==================== uart_rx_fifo
<file path="src/rtl/uart_rx_fifo.sv">
// UART receiver with first-word-fall-through receive FIFO; define UART_RX_MAJORITY_EN for 2-of-3 sample voting.
// Word visible 1 Clk after the last stop sample; RxReady pops the head, a push into a full FIFO is dropped and flagged.

module uart_rx_fifo_buf #(
  parameter int WIDTH = 8,
  parameter int DEPTH = 8,
  localparam int AW = $clog2(DEPTH)
) (
  input  logic             core_clk,
  input  logic             arst_n,
  input  logic             push_vld,
  output logic             push_rdy,
  input  logic [WIDTH-1:0] push_dat,
  output logic             pop_vld,
  input  logic             pop_rdy,
  output logic [WIDTH-1:0] pop_dat,
  output logic [AW:0]      level
);
  localparam logic [AW:0] FULL_LVL = (AW+1)'(DEPTH);

  logic [WIDTH-1:0] mem_q [DEPTH];
  logic [AW-1:0]    wr_ptr_q, wr_ptr_d, rd_ptr_q, rd_ptr_d;
  logic [AW:0]      level_q, level_d;
  logic             do_push, do_pop;

  assign pop_vld  = (level_q != '0);
  // A pop in the same cycle frees the slot a full FIFO would otherwise refuse.
  assign push_rdy = (level_q != FULL_LVL) || pop_rdy;
  assign do_push  = push_vld && push_rdy;
  assign do_pop   = pop_vld && pop_rdy;
  assign pop_dat  = mem_q[rd_ptr_q];
  assign level    = level_q;

  always_comb begin
    wr_ptr_d = do_push ? wr_ptr_q + AW'(1) : wr_ptr_q;
    rd_ptr_d = do_pop  ? rd_ptr_q + AW'(1) : rd_ptr_q;
    level_d  = level_q;
    if (do_push && !do_pop)      level_d = level_q + (AW+1)'(1);
    else if (!do_push && do_pop) level_d = level_q - (AW+1)'(1);
  end

  always_ff @(posedge core_clk or negedge arst_n) begin
    if (!arst_n) begin
      wr_ptr_q <= '0;
      rd_ptr_q <= '0;
      level_q  <= '0;
    end else begin
      wr_ptr_q <= wr_ptr_d;
      rd_ptr_q <= rd_ptr_d;
      level_q  <= level_d;
    end
  end

  always_ff @(posedge core_clk) begin
    if (do_push) mem_q[wr_ptr_q] <= push_dat;
  end
endmodule

module uart_rx_fifo #(
  parameter int DATA_BITS  = 8,
  parameter int OVERSAMPLE = 16,
  parameter int FIFO_DEPTH = 8,
  parameter int DIV_WIDTH  = 16
) (
  input  logic                        Clk,
  input  logic                        Rst_n,
  input  logic [DIV_WIDTH-1:0]        BaudDiv,
  input  logic                        ParityEn,
  input  logic                        ParityOdd,
  input  logic                        StopBits2,
  input  logic                        RxD,
  input  logic                        RxReady,
  output logic                        RxValid,
  output logic [DATA_BITS-1:0]        RxData,
  output logic                        RxFrameErr,
  output logic                        RxParErr,
  output logic                        RxBreak,
  output logic                        OverrunErr,
  input  logic                        ErrClr,
  output logic [$clog2(FIFO_DEPTH):0] FifoLevel
);
  localparam int BCW = $clog2(OVERSAMPLE);
  localparam int DCW = $clog2(DATA_BITS + 1);
  localparam int EW  = DATA_BITS + 3;
  localparam logic [BCW-1:0] BIT_LAST = BCW'(OVERSAMPLE - 1);
  localparam logic [BCW-1:0] SMP_MID  = BCW'(OVERSAMPLE / 2);
`ifdef UART_RX_MAJORITY_EN
  localparam logic [BCW-1:0] SMP_PRE  = BCW'(OVERSAMPLE / 2 - 1);
  localparam logic [BCW-1:0] SMP_DEC  = BCW'(OVERSAMPLE / 2 + 1);
`else
  localparam logic [BCW-1:0] SMP_DEC  = SMP_MID;
`endif

  typedef enum logic [2:0] {S_IDLE, S_START, S_DATA, S_PARITY, S_STOP, S_WAITHI} state_t;

  state_t                 state_q, state_d;
  logic [1:0]             sync_q, sync_d;
  logic [DIV_WIDTH-1:0]   tick_cnt_q, tick_cnt_d;
  logic [BCW-1:0]         bit_cnt_q, bit_cnt_d;
  logic [DCW-1:0]         bit_idx_q, bit_idx_d;
  logic                   stop_idx_q, stop_idx_d;
  logic [DATA_BITS-1:0]   data_q, data_d;
  logic                   par_bit_q, par_bit_d;
  logic                   frame_err_q, frame_err_d;
  logic                   par_en_q, par_en_d, par_odd_q, par_odd_d, stop2_q, stop2_d;
  logic                   overrun_q, overrun_d;
  logic                   rxs, tick, smp_now, bit_end, smp_val;
  logic                   fe_now, par_err, brk;
  logic                   push_vld, push_rdy, pop_vld;
  logic [EW-1:0]          push_dat, pop_dat;

  assign rxs     = sync_q[1];
  assign tick    = (tick_cnt_q == '0);
  assign smp_now = tick && (bit_cnt_q == SMP_DEC);
  assign bit_end = tick && (bit_cnt_q == BIT_LAST);

  always_comb begin
    sync_d     = {sync_q[0], RxD};
    tick_cnt_d = tick ? BaudDiv : tick_cnt_q - DIV_WIDTH'(1);
  end

`ifdef UART_RX_MAJORITY_EN
  logic [1:0] vote_q, vote_d;

  always_comb begin
    vote_d = vote_q;
    if (tick && bit_cnt_q == SMP_PRE) vote_d[0] = rxs;
    if (tick && bit_cnt_q == SMP_MID) vote_d[1] = rxs;
    smp_val = (vote_q[0] & vote_q[1]) | (vote_q[0] & rxs) | (vote_q[1] & rxs);
  end

  always_ff @(posedge Clk or negedge Rst_n) begin
    if (!Rst_n) vote_q <= 2'b11;
    else        vote_q <= vote_d;
  end
`else
  assign smp_val = rxs;
`endif

  // Word flags include the stop sample being taken in the push cycle.
  assign fe_now   = frame_err_q | ~smp_val;
  assign par_err  = par_en_q & ((^data_q ^ par_bit_q) != par_odd_q);
  assign brk      = fe_now & (data_q == '0) & (~par_en_q | ~par_bit_q);
  assign push_dat = {brk, par_err, fe_now, data_q};

  always_comb begin
    state_d     = state_q;
    bit_cnt_d   = bit_cnt_q;
    bit_idx_d   = bit_idx_q;
    stop_idx_d  = stop_idx_q;
    data_d      = data_q;
    par_bit_d   = par_bit_q;
    frame_err_d = frame_err_q;
    par_en_d    = par_en_q;
    par_odd_d   = par_odd_q;
    stop2_d     = stop2_q;
    push_vld    = 1'b0;

    if (tick && state_q != S_IDLE && state_q != S_WAITHI)
      bit_cnt_d = (bit_cnt_q == BIT_LAST) ? '0 : bit_cnt_q + BCW'(1);

    case (state_q)
      S_IDLE: begin
        if (tick && !rxs) begin
          state_d     = S_START;
          bit_cnt_d   = '0;
          bit_idx_d   = '0;
          stop_idx_d  = 1'b0;
          par_bit_d   = 1'b0;
          frame_err_d = 1'b0;
          par_en_d    = ParityEn;
          par_odd_d   = ParityOdd;
          stop2_d     = StopBits2;
        end
      end
      S_START: begin
        if (smp_now && smp_val) begin
          state_d   = S_IDLE;
          bit_cnt_d = '0;
        end else if (bit_end) begin
          state_d = S_DATA;
        end
      end
      S_DATA: begin
        if (smp_now) begin
          data_d    = {smp_val, data_q[DATA_BITS-1:1]};
          bit_idx_d = bit_idx_q + DCW'(1);
        end
        if (bit_end && bit_idx_q == DCW'(DATA_BITS))
          state_d = par_en_q ? S_PARITY : S_STOP;
      end
      S_PARITY: begin
        if (smp_now) par_bit_d = smp_val;
        if (bit_end) state_d = S_STOP;
      end
      S_STOP: begin
        if (smp_now) begin
          if (!smp_val) frame_err_d = 1'b1;
          if (stop2_q && !stop_idx_q) begin
            stop_idx_d = 1'b1;
          end else begin
            push_vld  = 1'b1;
            bit_cnt_d = '0;
            state_d   = rxs ? S_IDLE : S_WAITHI;
          end
        end
      end
      S_WAITHI: begin
        // A held-low line must return high before another start is accepted.
        if (tick && rxs) state_d = S_IDLE;
      end
      default: state_d = S_IDLE;
    endcase
  end

  always_comb begin
    overrun_d = overrun_q;
    if (ErrClr) overrun_d = 1'b0;
    if (push_vld && !push_rdy) overrun_d = 1'b1;
  end

  always_ff @(posedge Clk or negedge Rst_n) begin
    if (!Rst_n) begin
      state_q     <= S_IDLE;
      sync_q      <= 2'b11;
      tick_cnt_q  <= '0;
      bit_cnt_q   <= '0;
      bit_idx_q   <= '0;
      stop_idx_q  <= 1'b0;
      data_q      <= '0;
      par_bit_q   <= 1'b0;
      frame_err_q <= 1'b0;
      par_en_q    <= 1'b0;
      par_odd_q   <= 1'b0;
      stop2_q     <= 1'b0;
      overrun_q   <= 1'b0;
    end else begin
      state_q     <= state_d;
      sync_q      <= sync_d;
      tick_cnt_q  <= tick_cnt_d;
      bit_cnt_q   <= bit_cnt_d;
      bit_idx_q   <= bit_idx_d;
      stop_idx_q  <= stop_idx_d;
      data_q      <= data_d;
      par_bit_q   <= par_bit_d;
      frame_err_q <= frame_err_d;
      par_en_q    <= par_en_d;
      par_odd_q   <= par_odd_d;
      stop2_q     <= stop2_d;
      overrun_q   <= overrun_d;
    end
  end

  uart_rx_fifo_buf #(
    .WIDTH (EW),
    .DEPTH (FIFO_DEPTH)
  ) u_fifo (
    .core_clk (Clk),
    .arst_n   (Rst_n),
    .push_vld (push_vld),
    .push_rdy (push_rdy),
    .push_dat (push_dat),
    .pop_vld  (pop_vld),
    .pop_rdy  (RxReady),
    .pop_dat  (pop_dat),
    .level    (FifoLevel)
  );

  assign RxValid    = pop_vld;
  assign OverrunErr = overrun_q;
  assign {RxBreak, RxParErr, RxFrameErr, RxData} = pop_vld ? pop_dat : '0;
endmodule

</file>
<file path="config.mk">
export PLATFORM = sky130hd
export DESIGN_NAME = uart_rx_fifo
export DESIGN_NICKNAME = d
export VERILOG_FILES = /design/src/rtl/uart_rx_fifo.sv
export SDC_FILE = /design/constraint.sdc
export NUM_CORES = 1
export LEC_CHECK = 0
export CORE_ASPECT_RATIO = 1.4
export CORE_UTILIZATION = 50
export DETAILED_ROUTE_END_ITERATION = 10
export GPL_ROUTABILITY_DRIVEN = 0
export PLACE_DENSITY = 0.65
export SLEW_MARGIN = 10
export SYNTH_ARGS = -nofsm -noshare
export SYNTH_HDL_FRONTEND = slang
export SYNTH_HIERARCHICAL = 1
export SYNTH_SLANG_ARGS = --single-unit
</file>
<file path="constraint.sdc">
create_clock -name Clk -period 5.4 [get_ports Clk]
set_input_delay 1.62 -clock Clk [delete_from_list [all_inputs] [get_ports Clk]]
set_output_delay 1.62 -clock Clk [all_outputs]
set_load 0.02 [all_outputs]
</file>
==================== beta_writeback_flat
### config.mk
export PLATFORM = sky130hd
export DESIGN_NAME = beta_writeback_flat
export DESIGN_NICKNAME = d
export VERILOG_FILES = /design/src/rtl/beta_pkg.sv /design/src/rtl/beta_writeback_if.sv /design/src/rtl/beta_load_align.sv /design/src/rtl/beta_writeback.sv /design/src/flat_wrapper.sv
export SDC_FILE = /design/constraint.sdc
export NUM_CORES = 1
export LEC_CHECK = 0
export CORE_MARGIN = 10
export CORE_UTILIZATION = 40
export CTS_CLUSTER_SIZE = 24
export DETAILED_ROUTE_END_ITERATION = 10
export HOLD_SLACK_MARGIN = 0.15
export MAX_ROUTING_LAYER = met4
export PLACE_DENSITY_LB_ADDON = 0.25
export SYNTH_ARGS = -nofsm -noshare
export SYNTH_HDL_FRONTEND = slang
export SYNTH_SLANG_ARGS = --single-unit
### constraint.sdc
create_clock -name clk_i -period 3.5 [get_ports clk_i]
set_input_delay 1.05 -clock clk_i [delete_from_list [all_inputs] [get_ports clk_i]]
set_output_delay 1.05 -clock clk_i [all_outputs]
set_load 0.02 [all_outputs]
### src/rtl/beta_pkg.sv
// Shared types for the beta writeback stage: datapath width, load encodings and the write request.
package beta_pkg;

  localparam int unsigned XLEN = 32;

  // Enumerator values match the RISC-V load funct3 encodings.
  typedef enum logic [2:0] {
    Lb  = 3'b000,
    Lh  = 3'b001,
    Lw  = 3'b010,
    Lbu = 3'b100,
    Lhu = 3'b101
  } load_type_e;

  typedef struct packed {
    logic [4:0]      rd;
    logic [XLEN-1:0] wdata;
  } wb_req_t;

endpackage

### src/rtl/beta_writeback_if.sv
// Handshake bundle between the ALU/LSU result producers, the writeback stage and the regfile port.
interface beta_writeback_if;
  import beta_pkg::*;

  logic            alu_valid_i;
  logic            alu_ready_o;
  logic [4:0]      alu_rd_addr_i;
  logic [XLEN-1:0] alu_wdata_i;
  logic            lsu_valid_i;
  logic            lsu_ready_o;
  logic [4:0]      lsu_rd_addr_i;
  logic [31:0]     lsu_rdata_i;
  logic [2:0]      lsu_funct3_i;
  logic [1:0]      lsu_byte_off_i;
  logic            rf_wr_en_o;
  logic [4:0]      rf_rd_addr_o;
  logic [XLEN-1:0] rf_wdata_o;

  modport master (
    output alu_valid_i, alu_rd_addr_i, alu_wdata_i,
    output lsu_valid_i, lsu_rd_addr_i, lsu_rdata_i, lsu_funct3_i, lsu_byte_off_i,
    input  alu_ready_o, lsu_ready_o, rf_wr_en_o, rf_rd_addr_o, rf_wdata_o
  );

  modport slave (
    input  alu_valid_i, alu_rd_addr_i, alu_wdata_i,
    input  lsu_valid_i, lsu_rd_addr_i, lsu_rdata_i, lsu_funct3_i, lsu_byte_off_i,
    output alu_ready_o, lsu_ready_o, rf_wr_en_o, rf_rd_addr_o, rf_wdata_o
  );

endinterface

### src/rtl/beta_load_align.sv
// Combinational load extraction: selects the byte/half addressed by the load and extends it.
module beta_load_align
  import beta_pkg::*;
(
  input  logic [31:0]     rdata_i,
  input  logic [2:0]      funct3_i,
  input  logic [1:0]      byte_off_i,
  output logic [XLEN-1:0] data_o
);

  logic [7:0]  byte_sel;
  logic [15:0] half_sel;

  assign byte_sel = rdata_i[{byte_off_i, 3'b000} +: 8];
  // Halfword loads are aligned upstream, so only the upper offset bit picks the half.
  assign half_sel = byte_off_i[1] ? rdata_i[31:16] : rdata_i[15:0];

  always_comb begin
    data_o = rdata_i;
    case (load_type_e'(funct3_i))
      Lb:      data_o = {{24{byte_sel[7]}}, byte_sel};
      Lbu:     data_o = {24'd0, byte_sel};
      Lh:      data_o = {{16{half_sel[15]}}, half_sel};
      Lhu:     data_o = {16'd0, half_sel};
      default: data_o = rdata_i;
    endcase
  end

endmodule

### src/rtl/beta_writeback.sv
// Writeback stage: LSU-priority merge of ALU/load results into one registered regfile write.
// Define BETA_WB_BYPASS_EN to forward the in-flight write onto the decode read data.
module beta_writeback
  import beta_pkg::*;
#(
  parameter int unsigned INSTRET_W = 64
) (
  input  logic                 clk_i,
  input  logic                 rst_i,
  beta_writeback_if.slave      wb,
`ifdef BETA_WB_BYPASS_EN
  input  logic [4:0]           rs1_addr_i,
  input  logic [4:0]           rs2_addr_i,
  input  logic [XLEN-1:0]      rf_rs1_data_i,
  input  logic [XLEN-1:0]      rf_rs2_data_i,
  output logic [XLEN-1:0]      rs1_data_o,
  output logic [XLEN-1:0]      rs2_data_o,
`endif
  output logic [INSTRET_W-1:0] instret_o
);

  logic                 lsu_acc;
  logic                 alu_acc;
  logic                 accept;
  logic [XLEN-1:0]      load_data;
  wb_req_t              req_d, req_q;
  logic                 wr_en_q;
  logic [INSTRET_W-1:0] instret_q;

  beta_load_align u_load_align (
    .rdata_i    (wb.lsu_rdata_i),
    .funct3_i   (wb.lsu_funct3_i),
    .byte_off_i (wb.lsu_byte_off_i),
    .data_o     (load_data)
  );

  assign wb.lsu_ready_o = !rst_i;
  assign wb.alu_ready_o = !rst_i && !wb.lsu_valid_i;

  assign lsu_acc = wb.lsu_valid_i && wb.lsu_ready_o;
  assign alu_acc = wb.alu_valid_i && wb.alu_ready_o;
  assign accept  = lsu_acc || alu_acc;

  always_comb begin
    req_d = '{rd: wb.alu_rd_addr_i, wdata: wb.alu_wdata_i};
    if (lsu_acc) begin
      req_d = '{rd: wb.lsu_rd_addr_i, wdata: load_data};
    end
  end

  // x0 writes still retire and count; only the regfile enable is suppressed.
  always_ff @(posedge clk_i) begin
    if (rst_i) begin
      wr_en_q   <= 1'b0;
      req_q     <= '0;
      instret_q <= '0;
    end else begin
      wr_en_q <= accept && (req_d.rd != 5'd0);
      if (accept) begin
        req_q     <= req_d;
        instret_q <= instret_q + 1'b1;
      end
    end
  end

  assign wb.rf_wr_en_o   = wr_en_q;
  assign wb.rf_rd_addr_o = req_q.rd;
  assign wb.rf_wdata_o   = req_q.wdata;
  assign instret_o       = instret_q;

`ifdef BETA_WB_BYPASS_EN
  assign rs1_data_o = (wr_en_q && (req_q.rd == rs1_addr_i) && (rs1_addr_i != 5'd0)) ?
                      req_q.wdata : rf_rs1_data_i;
  assign rs2_data_o = (wr_en_q && (req_q.rd == rs2_addr_i) && (rs2_addr_i != 5'd0)) ?
                      req_q.wdata : rf_rs2_data_i;
`endif

endmodule
### src/flat_wrapper.sv
// flat-port wrapper written by rule: the top's interface ports become plain ports
module beta_writeback_flat import beta_pkg::*;
#(
  parameter int unsigned INSTRET_W = 64
)
  (clk_i, rst_i, instret_o, wb_alu_valid_i, wb_alu_rd_addr_i, wb_alu_wdata_i, wb_lsu_valid_i, wb_lsu_rd_addr_i, wb_lsu_rdata_i, wb_lsu_funct3_i, wb_lsu_byte_off_i, wb_alu_ready_o, wb_lsu_ready_o, wb_rf_wr_en_o, wb_rf_rd_addr_o, wb_rf_wdata_o);
  beta_writeback_if wb_i ();
  input  logic clk_i;
  input  logic rst_i;
  output logic [INSTRET_W-1:0] instret_o;
  input wire logic [$bits(wb_i.alu_valid_i)-1:0] wb_alu_valid_i;
  input wire logic [$bits(wb_i.alu_rd_addr_i)-1:0] wb_alu_rd_addr_i;
  input wire logic [$bits(wb_i.alu_wdata_i)-1:0] wb_alu_wdata_i;
  input wire logic [$bits(wb_i.lsu_valid_i)-1:0] wb_lsu_valid_i;
  input wire logic [$bits(wb_i.lsu_rd_addr_i)-1:0] wb_lsu_rd_addr_i;
  input wire logic [$bits(wb_i.lsu_rdata_i)-1:0] wb_lsu_rdata_i;
  input wire logic [$bits(wb_i.lsu_funct3_i)-1:0] wb_lsu_funct3_i;
  input wire logic [$bits(wb_i.lsu_byte_off_i)-1:0] wb_lsu_byte_off_i;
  output wire logic [$bits(wb_i.alu_ready_o)-1:0] wb_alu_ready_o;
  output wire logic [$bits(wb_i.lsu_ready_o)-1:0] wb_lsu_ready_o;
  output wire logic [$bits(wb_i.rf_wr_en_o)-1:0] wb_rf_wr_en_o;
  output wire logic [$bits(wb_i.rf_rd_addr_o)-1:0] wb_rf_rd_addr_o;
  output wire logic [$bits(wb_i.rf_wdata_o)-1:0] wb_rf_wdata_o;
  assign wb_i.alu_valid_i = wb_alu_valid_i;
  assign wb_i.alu_rd_addr_i = wb_alu_rd_addr_i;
  assign wb_i.alu_wdata_i = wb_alu_wdata_i;
  assign wb_i.lsu_valid_i = wb_lsu_valid_i;
  assign wb_i.lsu_rd_addr_i = wb_lsu_rd_addr_i;
  assign wb_i.lsu_rdata_i = wb_lsu_rdata_i;
  assign wb_i.lsu_funct3_i = wb_lsu_funct3_i;
  assign wb_i.lsu_byte_off_i = wb_lsu_byte_off_i;
  assign wb_alu_ready_o = wb_i.alu_ready_o;
  assign wb_lsu_ready_o = wb_i.lsu_ready_o;
  assign wb_rf_wr_en_o = wb_i.rf_wr_en_o;
  assign wb_rf_rd_addr_o = wb_i.rf_rd_addr_o;
  assign wb_rf_wdata_o = wb_i.rf_wdata_o;
  beta_writeback #(.INSTRET_W(INSTRET_W)) u_core (.clk_i(clk_i), .rst_i(rst_i), .wb(wb_i), .instret_o(instret_o));
endmodule
==================== noc_out_arb_02
File: config.mk
export PLATFORM = sky130hd
export DESIGN_NAME = noc_out_arb_02
export DESIGN_NICKNAME = d
export VERILOG_FILES = /design/src/rtl/noc_out_arb_02.sv
export SDC_FILE = /design/constraint.sdc
export NUM_CORES = 1
export LEC_CHECK = 0
export ABC_AREA = 0
export CELL_PAD_IN_SITES_DETAIL_PLACEMENT = 1
export CELL_PAD_IN_SITES_GLOBAL_PLACEMENT = 1
export CORE_MARGIN = 5
export CORE_UTILIZATION = 26
export DETAILED_ROUTE_END_ITERATION = 12
export HOLD_SLACK_MARGIN = 0.03
export PLACE_DENSITY_LB_ADDON = 0.12
export SLEW_MARGIN = 10
export SYNTH_ARGS = -nofsm -noshare
export SYNTH_HDL_FRONTEND = slang
export SYNTH_SLANG_ARGS = --single-unit
export TNS_END_PERCENT = 1
File: constraint.sdc
create_clock -name fifo_clk -period 3.85 [get_ports fifo_clk]
set_input_delay 0.385 -clock fifo_clk [delete_from_list [all_inputs] [get_ports fifo_clk]]
set_output_delay 0.385 -clock fifo_clk [all_outputs]
set_load 0.02 [all_outputs]
File: src/rtl/noc_out_arb_02.sv
// Output-port arbiter for router 02: pops one of the S/W/L input FIFO heads and forwards the flit
// to the next hop. Packets hold the port head to tail; packets are served round-robin; pops are credit-gated.
module noc_out_arb_02 #(
    parameter int DEPTH    = 8,
    parameter int WIDTH    = 3,
    parameter int DATASIZE = 40
) (
    input  logic                fifo_clk,
    input  logic                rst,
    input  logic [DATASIZE-1:0] S_data_in,
    input  logic [DATASIZE-1:0] W_data_in,
    input  logic [DATASIZE-1:0] L_data_in,
    input  logic                S_valid_in,
    input  logic                W_valid_in,
    input  logic                L_valid_in,
    output logic                fifo_ready_S,
    output logic                fifo_ready_W,
    output logic                fifo_ready_L,
    output logic [DATASIZE-1:0] out_data,
    output logic                out_valid,
    input  logic                down_full,
    input  logic [WIDTH:0]      down_pressure,
    output logic                busy
);

    typedef enum logic {IDLE, LOCK} state_t;
    typedef enum logic [1:0] {PORT_S = 2'd0, PORT_W = 2'd1, PORT_L = 2'd2} port_t;

    state_t              state;
    port_t               owner;
    port_t               rr;
    port_t               grant;
    port_t               candidate;
    logic                grant_valid;
    logic                pop;
    logic                credit_ok;
    logic [WIDTH+1:0]    credit_sum;
    logic [DATASIZE-1:0] grant_data;
    logic                grant_tail;

    function automatic port_t next_port(input port_t p);
        case (p)
            PORT_S:  return PORT_W;
            PORT_W:  return PORT_L;
            default: return PORT_S;
        endcase
    endfunction

    function automatic logic port_valid(input port_t p, input logic vs, input logic vw, input logic vl);
        case (p)
            PORT_S:  return vs;
            PORT_W:  return vw;
            PORT_L:  return vl;
            default: return 1'b0;
        endcase
    endfunction

    // The write already in flight is not yet visible in down_pressure, so it is counted here.
    always_comb begin
        credit_sum = {1'b0, down_pressure} + {{(WIDTH+1){1'b0}}, out_valid};
        credit_ok  = !down_full && (credit_sum < (WIDTH+2)'(DEPTH));
    end

    always_comb begin
        grant       = PORT_S;
        grant_valid = 1'b0;
        candidate   = rr;
        if (state == LOCK) begin
            grant       = owner;
            grant_valid = port_valid(owner, S_valid_in, W_valid_in, L_valid_in);
        end else begin
            for (int k = 0; k < 3; k++) begin
                if (!grant_valid && port_valid(candidate, S_valid_in, W_valid_in, L_valid_in)) begin
                    grant       = candidate;
                    grant_valid = 1'b1;
                end
                candidate = next_port(candidate);
            end
        end
    end

    always_comb begin
        case (grant)
            PORT_W:  grant_data = W_data_in;
            PORT_L:  grant_data = L_data_in;
            default: grant_data = S_data_in;
        endcase
        grant_tail   = grant_data[DATASIZE-1];
        pop          = grant_valid && credit_ok && !rst;
        fifo_ready_S = pop && (grant == PORT_S);
        fifo_ready_W = pop && (grant == PORT_W);
        fifo_ready_L = pop && (grant == PORT_L);
    end

    assign busy = (state == LOCK);

    // A head flit without tail locks the port to its input; the tail releases it and advances rr.
    always_ff @(posedge fifo_clk) begin
        if (rst) begin
            state     <= IDLE;
            owner     <= PORT_S;
            rr        <= PORT_S;
            out_valid <= 1'b0;
            out_data  <= '0;
        end else begin
            out_valid <= pop;
            if (pop) begin
                out_data <= grant_data;
                case (state)
                    IDLE: begin
                        if (!grant_tail) begin
                            state <= LOCK;
                            owner <= grant;
                        end else begin
                            rr <= next_port(grant);
                        end
                    end
                    LOCK: begin
                        if (grant_tail) begin
                            state <= IDLE;
                            rr    <= next_port(owner);
                        end
                    end
                    default: state <= IDLE;
                endcase
            end
        end
    end

endmodule

==================== clk_tick_gen
--- config.mk ---
export PLATFORM = sky130hd
export DESIGN_NAME = clk_tick_gen
export DESIGN_NICKNAME = d
export VERILOG_FILES = /design/src/rtl/clk_tick_gen.sv
export SDC_FILE = /design/constraint.sdc
export NUM_CORES = 1
export LEC_CHECK = 0
export ABC_AREA = 0
export CORE_MARGIN = 1
export CORE_UTILIZATION = 45
export CTS_CLUSTER_SIZE = 25
export DETAILED_ROUTE_END_ITERATION = 8
export PLACE_DENSITY = 0.62
export SLEW_MARGIN = 20
export SYNTH_ARGS = -nofsm -noshare
export SYNTH_HDL_FRONTEND = slang
export SYNTH_SLANG_ARGS = --single-unit
--- constraint.sdc ---
create_clock -name clk -period 17.1 [get_ports clk]
set_clock_uncertainty 0.1 [all_clocks]
set_input_delay 3.42 -clock clk [delete_from_list [all_inputs] [get_ports clk]]
set_output_delay 3.42 -clock clk [all_outputs]
set_load 0.01 [all_outputs]
--- src/rtl/clk_tick_gen.sv ---
// Parametrised clock-enable generator: NCH tick strobes and square-wave phases with runtime divisors.
// Channel 0 has run/halt modes; STEP mode is built only when CLK_TICK_GEN_STEP_EN is defined.
module clk_tick_gen #(
    parameter int unsigned CNT_W       = 32,
    parameter int unsigned NCH         = 2,
    parameter int unsigned DIV_DEFAULT = 10000
) (
    input  logic             clk,
    input  logic             rst,
    input  logic [NCH-1:0]   div_we_i,
    input  logic [CNT_W-1:0] div_wdata_i,
    input  logic [1:0]       mode_i,
    input  logic             step_req_i,
    output logic [NCH-1:0]   tick_o,
    output logic [NCH-1:0]   phase_o,
    output logic             halted_o,
    output logic [31:0]      tick0_count_o
);

    typedef enum logic [1:0] {
        ModeRun  = 2'b00,
        ModeHalt = 2'b01,
        ModeStep = 2'b10,
        ModeRsvd = 2'b11
    } mode_e;

    mode_e          mode;
    logic [NCH-1:0] ch_hold;
    logic [NCH-1:0] ch_clear;
    logic [NCH-1:0] ch_fire;
    logic [NCH-1:0] tick_all;
    logic [NCH-1:0] phase_all;
    logic           halted_q;
    logic [31:0]    tick0_count_q;
    logic [31:0]    tick0_count_d;
    logic           step_fire;

    assign mode = mode_e'(mode_i);

`ifdef CLK_TICK_GEN_STEP_EN
    logic step_prev_q;
    logic step_mode_q;

    // A rising edge only counts if STEP was already active on the previous edge.
    assign step_fire = step_req_i & ~step_prev_q & step_mode_q;

    always_ff @(posedge clk) begin
        if (rst) begin
            step_prev_q <= 1'b0;
            step_mode_q <= 1'b0;
        end else begin
            step_prev_q <= step_req_i;
            step_mode_q <= (mode == ModeStep);
        end
    end
`else
    logic unused_step_req;

    assign unused_step_req = step_req_i;
    assign step_fire       = 1'b0;
`endif

    // Channel 0 control; the other channels always count.
    always_comb begin
        ch_hold  = '0;
        ch_clear = '0;
        ch_fire  = '0;
        case (mode)
            ModeRun: begin
                ch_clear[0] = halted_q;
            end
`ifdef CLK_TICK_GEN_STEP_EN
            ModeStep: begin
                ch_clear[0] = 1'b1;
                ch_fire[0]  = step_fire;
            end
`endif
            default: begin
                ch_hold[0] = 1'b1;
            end
        endcase
    end

    for (genvar i = 0; i < NCH; i++) begin : g_ch
        logic [CNT_W-1:0] div_q;
        logic [CNT_W-1:0] div_d;
        logic [CNT_W-1:0] cnt_q;
        logic [CNT_W-1:0] cnt_d;
        logic [CNT_W-1:0] div_eff;
        logic [CNT_W-1:0] div_eff_d;
        logic             tick_q;
        logic             tick_d;
        logic             phase_q;
        logic             phase_d;
        logic             wrap;

        assign div_eff   = (div_q == '0) ? CNT_W'(1) : div_q;
        assign div_eff_d = (div_d == '0) ? CNT_W'(1) : div_d;
        assign wrap      = (cnt_q == div_eff - CNT_W'(1));

        // A divisor write beats every other update, including a wrap in the same cycle.
        always_comb begin
            div_d  = div_q;
            cnt_d  = cnt_q;
            tick_d = 1'b0;
            if (div_we_i[i]) begin
                div_d = div_wdata_i;
                cnt_d = '0;
            end else if (ch_clear[i]) begin
                cnt_d  = '0;
                tick_d = ch_fire[i];
            end else if (!ch_hold[i]) begin
                if (wrap) begin
                    cnt_d  = '0;
                    tick_d = 1'b1;
                end else begin
                    cnt_d = cnt_q + CNT_W'(1);
                end
            end
        end

        assign phase_d = (!div_we_i[i] && ch_hold[i]) ? phase_q : (cnt_d < (div_eff_d >> 1));

        always_ff @(posedge clk) begin
            if (rst) begin
                div_q   <= CNT_W'(DIV_DEFAULT);
                cnt_q   <= '0;
                tick_q  <= 1'b0;
                phase_q <= 1'b0;
            end else begin
                div_q   <= div_d;
                cnt_q   <= cnt_d;
                tick_q  <= tick_d;
                phase_q <= phase_d;
            end
        end

        assign tick_all[i]  = tick_q;
        assign phase_all[i] = phase_q;
    end

    assign tick0_count_d = tick0_count_q + {31'b0, tick_all[0]};

    always_ff @(posedge clk) begin
        if (rst) begin
            halted_q      <= 1'b0;
            tick0_count_q <= '0;
        end else begin
            halted_q      <= (mode != ModeRun);
            tick0_count_q <= tick0_count_d;
        end
    end

    assign tick_o        = tick_all;
    assign phase_o       = phase_all;
    assign halted_o      = halted_q;
    assign tick0_count_o = tick0_count_q;

endmodule

**uart_rx_fifo: sequential cells grouped by signal name**

Other sequential cells in the stronger grey, the rest of the logic in the fainter grey.
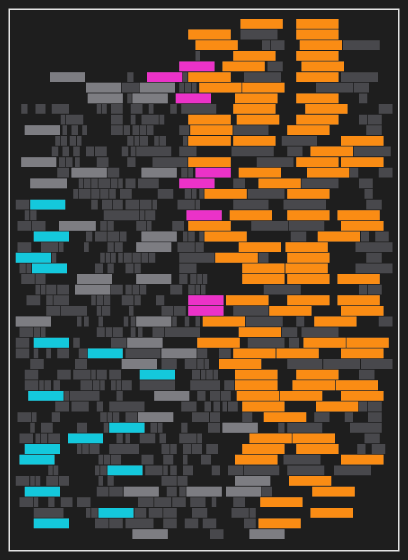
orange -> u_fifo/mem_q  # placed flops 88
magenta -> data_q  # placed flops 8
cyan -> tick_cnt_q  # placed flops 16

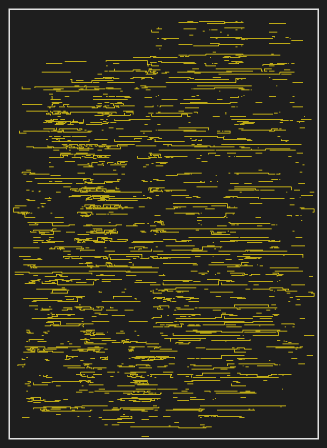
**Above:** uart_rx_fifo (M1 wires).
main direction = horizontal
wire length on this layer = 4910 um
routed vias: 3963
GR Util met1: 22.4%
routed wire length: 12.5 mm

==> ci_impl_report.md, uart_rx_fifo <==
## Synthesis and layout report

| Metric | Value |
|---|---|
| Die width | 99.3 um |
| Xor+xnor area frac | 2.78% |
| Area delta synth->final | 17.7% |
| Hold Slack | 0.363 ns |
| Most frequent logic cell in the layout | edfxtp_1 |
| Number of synthesized register bits | 142 |
| Largest cell class | registers |
| Area fraction in and, or, nand and nor cells | 14.2% |
| HP Class | reg2reg |
| Setup ws final | 0.995 ns |
| # hold bufs at CTS | 0 |
| Fraction of layout cells with a size suffix above 1 | 14.1% |
| Leakage | 0.00302 uW |
| Worst path cell trace | mux4_1, mux2_2, and2_1, clkdlybuf4s50_1 |
| Tap Cells | 153 |
| ANT nets after route | 0 |
| Max Cap Viol | 0 |
| Chip area | 0.0137 mm2 |
| Clock slew at reported path FFs | 0.06 ns |
| Sequential share of cell area | 51.3% |
| Tool Warnings | 28 |
| Pin count of the biggest net entering global routing | 55 |
| Critical Path Sink | RxParErr |
| Largest Register | u_fifo/mem_q |
| DP HPWL | 8.36 mm |
| Combinational power | 128 uW |
| Status | finished, final reports clean |
| Pwr top | sequential cells |
| Worst R2R Start | tick_cnt_q[0]$_DFF_PN0_ |
| Initial drt markers | 187 |
| Chip Height | 138 um |
| # diodes | 0 |
| Syn Inst Count | 485 |
| Crit path from | u_fifo/rd_ptr_q[1]$_DFFE_PN0P_ |
| Cts bufs inserted | 17 |
| Crit path DAT | 2.79 ns |
| Postcts setup bufs | 0 |
| Seq. pwr | 1260 uW |
| Non-clk bufs | 49 |
| Routing usage on met2 | 36.9% |
| Total Power | 2560 uW |
| Peak VDD IR | 200 uV |
| Top Metal Used | met4 |
| Init Core Util | 51.5% |
| Max incr delay on CP | 0.99 ns |
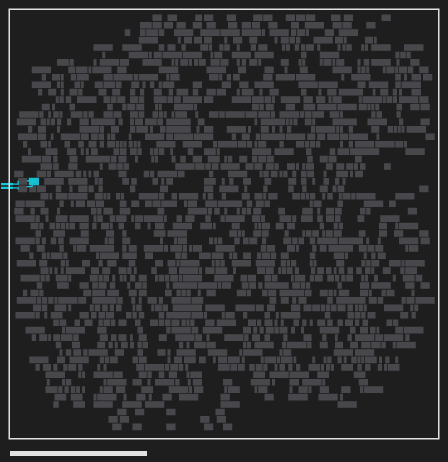
**Above:** clk_tick_gen (nets reached from selected ports).
The bar under the picture is 50 um long.
cyan -> mode_i  # bits 2, direction input, edge left, end cells 2, buffers 2, wire 14.7 um

==> ci_impl_report.md, clk_tick_gen <==
## Synthesis and layout report

| Metric | Value |
|---|---|
| Status | finished, final reports clean |
| Reg2Reg Depth | 25 |
| Vias per cell | 5.57 |
| Synthesis area per yosys | 0.0107 mm2 |
| Mux share | 6.24% |
| CTS tree | built |
| Chip area | 0.0245 mm2 |
| Final min period | 7.76 ns |
| Initial drt markers | 448 |
| Worst path top cell family by delay | simple AND/OR/NAND/NOR gates |
| Compound-cell area share of the yosys netlist | 9.61% |
| Non-Filler Instances | 1669 |
| CP Max Fanout | 8 |
| Top Metal Used | met4 |
| Top logic family | simple AND/OR/NAND/NOR gates |
| # hold bufs at CTS | 0 |
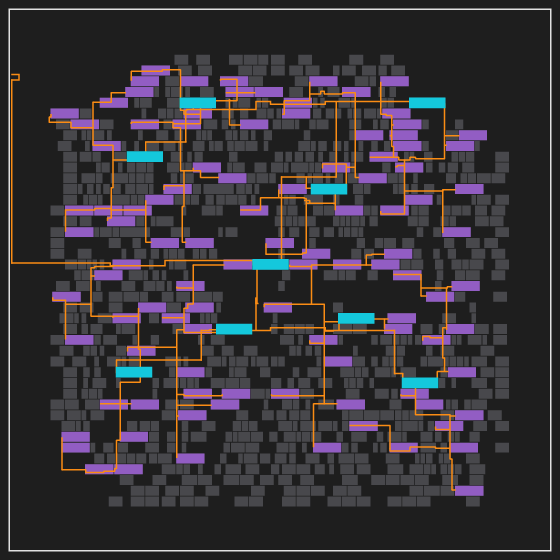
**Above:** beta_writeback_flat (routed clock nets over the placement).
cyan -> cells driving clock nets  # count 9
orange -> clock wires  # length 1400 um
purple -> flip-flops  # count 102
routed clock nets = 10

==> ci_impl_report.md, beta_writeback_flat <==
## Synthesis and layout report

| Metric | Value |
|---|---|
| Signal inverters | 19 |
| Tool Warnings | 26 |
| Clkbuf count | 15 |
| Rows | 42 |
| Max Cap Viol | 0 |
| Filler instances | 1252 |
| # hold bufs at CTS | 0 |
| Max incr delay on CP | 0.62 ns |
| Setup-failing EPs final | 0 |
| Sequential share of cell area | 26.5% |
| Non-clk bufs | 199 |
| Tap Cells | 176 |
| Status | finished, final reports clean |
| Clock group share of total power | 37.2% |
| Worst Hold Path EP | u_core.wb.rf_wdata_o[7]$_SDFFE_PP0P_ |
| Area delta synth->final | 42.4% |
| Design area | 0.00770 mm2 |
| Xor+xnor area frac | 5.50% |
| Chip Height | 136 um |
| Hold Violations, Final | 0 |
| Final core utilization | 58.2% |
| Routed vias | 5953 |
| GR Util met1 | 25.3% |
| Routing usage on met2 | 32.4% |
| Max transition margin | 31.6% |
| Total Power | 2670 uW |
| RSZ-0062 raised after global routing | no |
| Number of synthesized register bits | 102 |
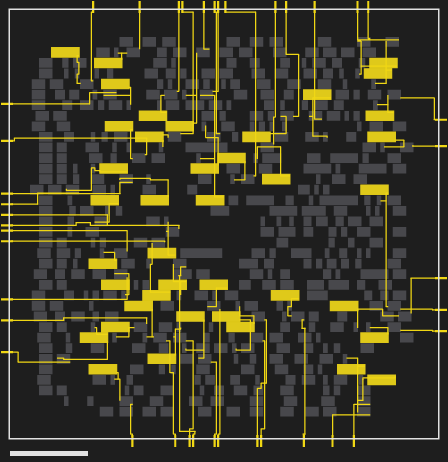
**Above:** noc_out_arb_02 (nets reached from selected ports).
The bar under the picture is 20 um long.
yellow -> out_data  # bits 40, direction output, edge 13 top, 11 bottom, 11 left, 5 right, end cells 40, buffers 40, wire 1560 um

==> ci_impl_report.md, noc_out_arb_02 <==
## Synthesis and layout report

| Metric | Value |
|---|---|
| Final min period | 3.22 ns |
| Core Area | 0.00977 mm2 |
| Postcts setup bufs | 0 |
| GR Util met1 | 17.0% |
| P_clk | 435 uW |
| Comb pwr share | 32.0% |
| Routed vias | 2923 |
| Crit. path cell count | 7 |
| # hold bufs at CTS | 0 |
| Reg2Reg Depth | 10 |
| Setup ws final | 0.634 ns |
| Hold Slack | 0.461 ns |
| Comb area | 0.00154 mm2 |
| Mapped Area | 0.00261 mm2 |
| Clock Skew | 0.00691 ns |
| CP startpoint kind | input port |
| Worst path cell trace | clkdlybuf4s50_1, a21bo_1, a2111oi_4, nand3_4, inv_1, and2_1, clkdlybuf4s50_1 |
| Worst Path Buf+Inv | 3 |
| DP HPWL | 7.66 mm |
| First-pass GRT wire length | 15.2 mm |
| Switch Pwr | 401 uW |
| Seq share, synth | 35.3% |
| Gr usage total | 16.0% |
| Status | finished, final reports clean |
| Non-clk bufs | 178 |
| Combinational power | 455 uW |
| Die width | 110 um |
| Top-count cell post-synth | nand2_1 |
| Chip Height | 110 um |
| Routed length on met1 | 3.61 mm |
| Signal inverters | 5 |
| Chip area | 0.0121 mm2 |
| Number of enable flip-flop cells | 0 |
| Dpl ws | 0.470 ns |
| Slowest-stage cell, CP | clkdlybuf4s50_1 |
| Pin count of the biggest net entering global routing | 79 |
| Multi-input gate count | 243 |
| Worst R2R Start | rr[0]$_SDFFE_PP0P_ |
| Sequential share of power | 37.3% |
| Setup TNS | 0 ns |
| Sequential share of cell area | 20.2% |
| Fin nets | 613 |
| Critical Path Sink | fifo_ready_W |

==> gallery <==
Congestion heat map.
shot_01.png
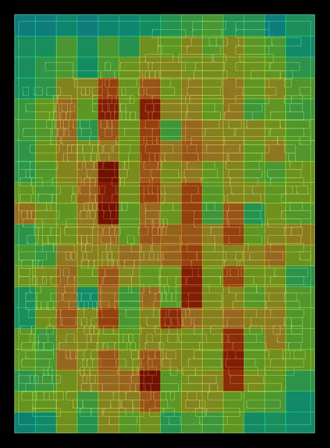
shot_02.png
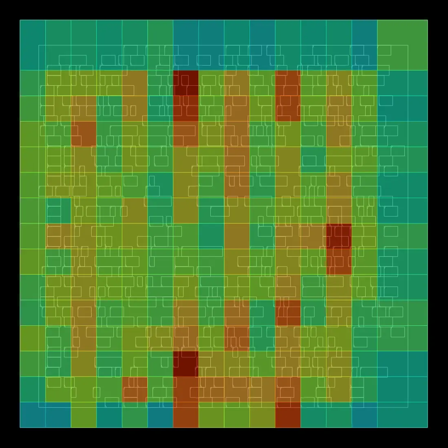
shot_03.png
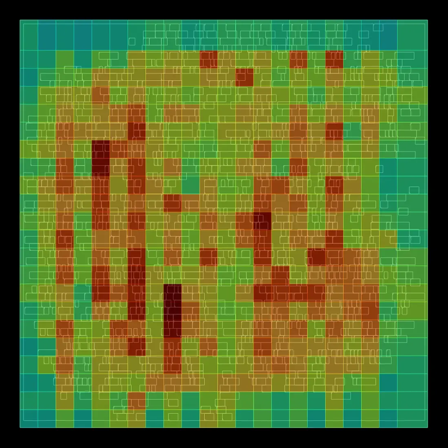
shot_04.png
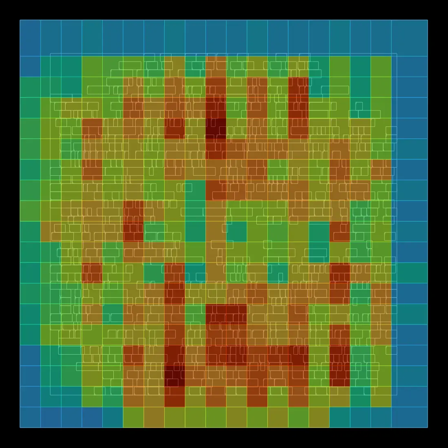
Of these, lowest track usage: shot_02.png
| picture | from |
|---|---|
| shot_04.png | beta_writeback_flat |
| shot_02.png | noc_out_arb_02 |
| shot_03.png | clk_tick_gen |
| shot_01.png | uart_rx_fifo |



==> gallery <==
Sequential cells grouped by signal name.
Other sequential cells in the stronger grey, the rest of the logic in the fainter grey.
image #1
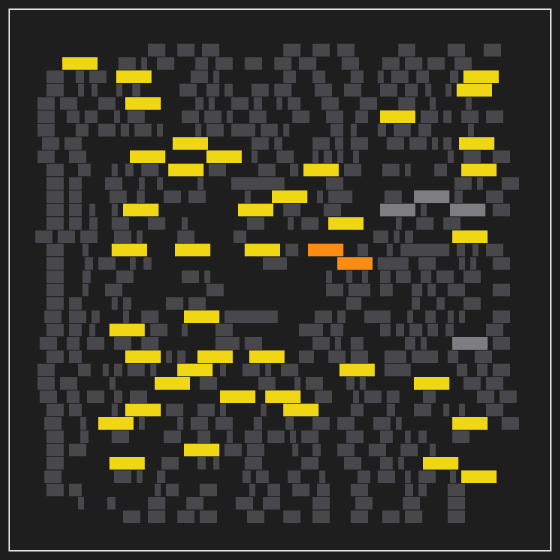
image #2
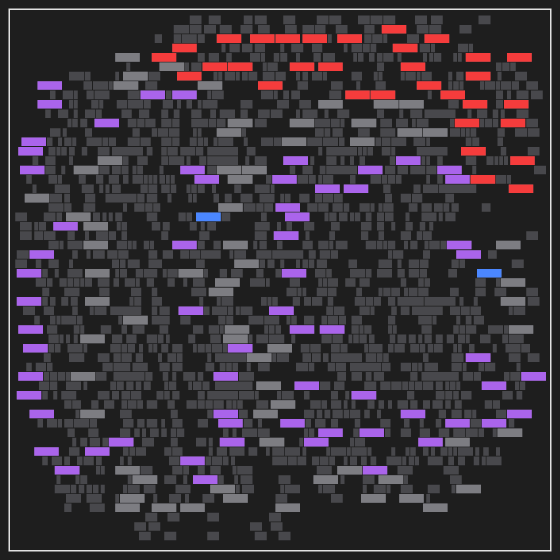
image #3
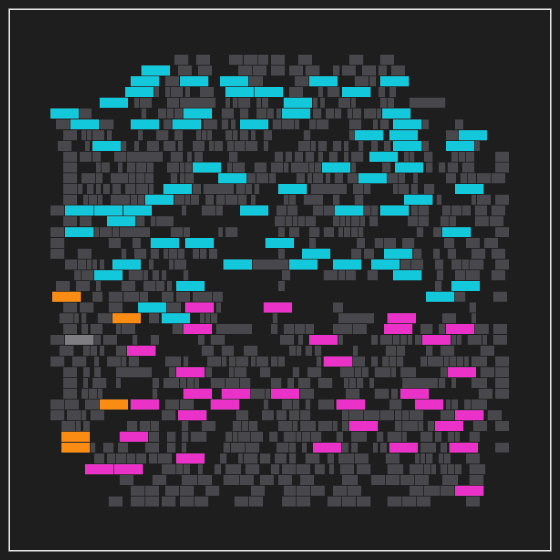
- image #2 = clk_tick_gen
- image #1 = noc_out_arb_02
- image #3 = beta_writeback_flat
- most sequential cells: image #2
- fewest cells: image #1

Power is estimated from default activity; no workload was simulated.
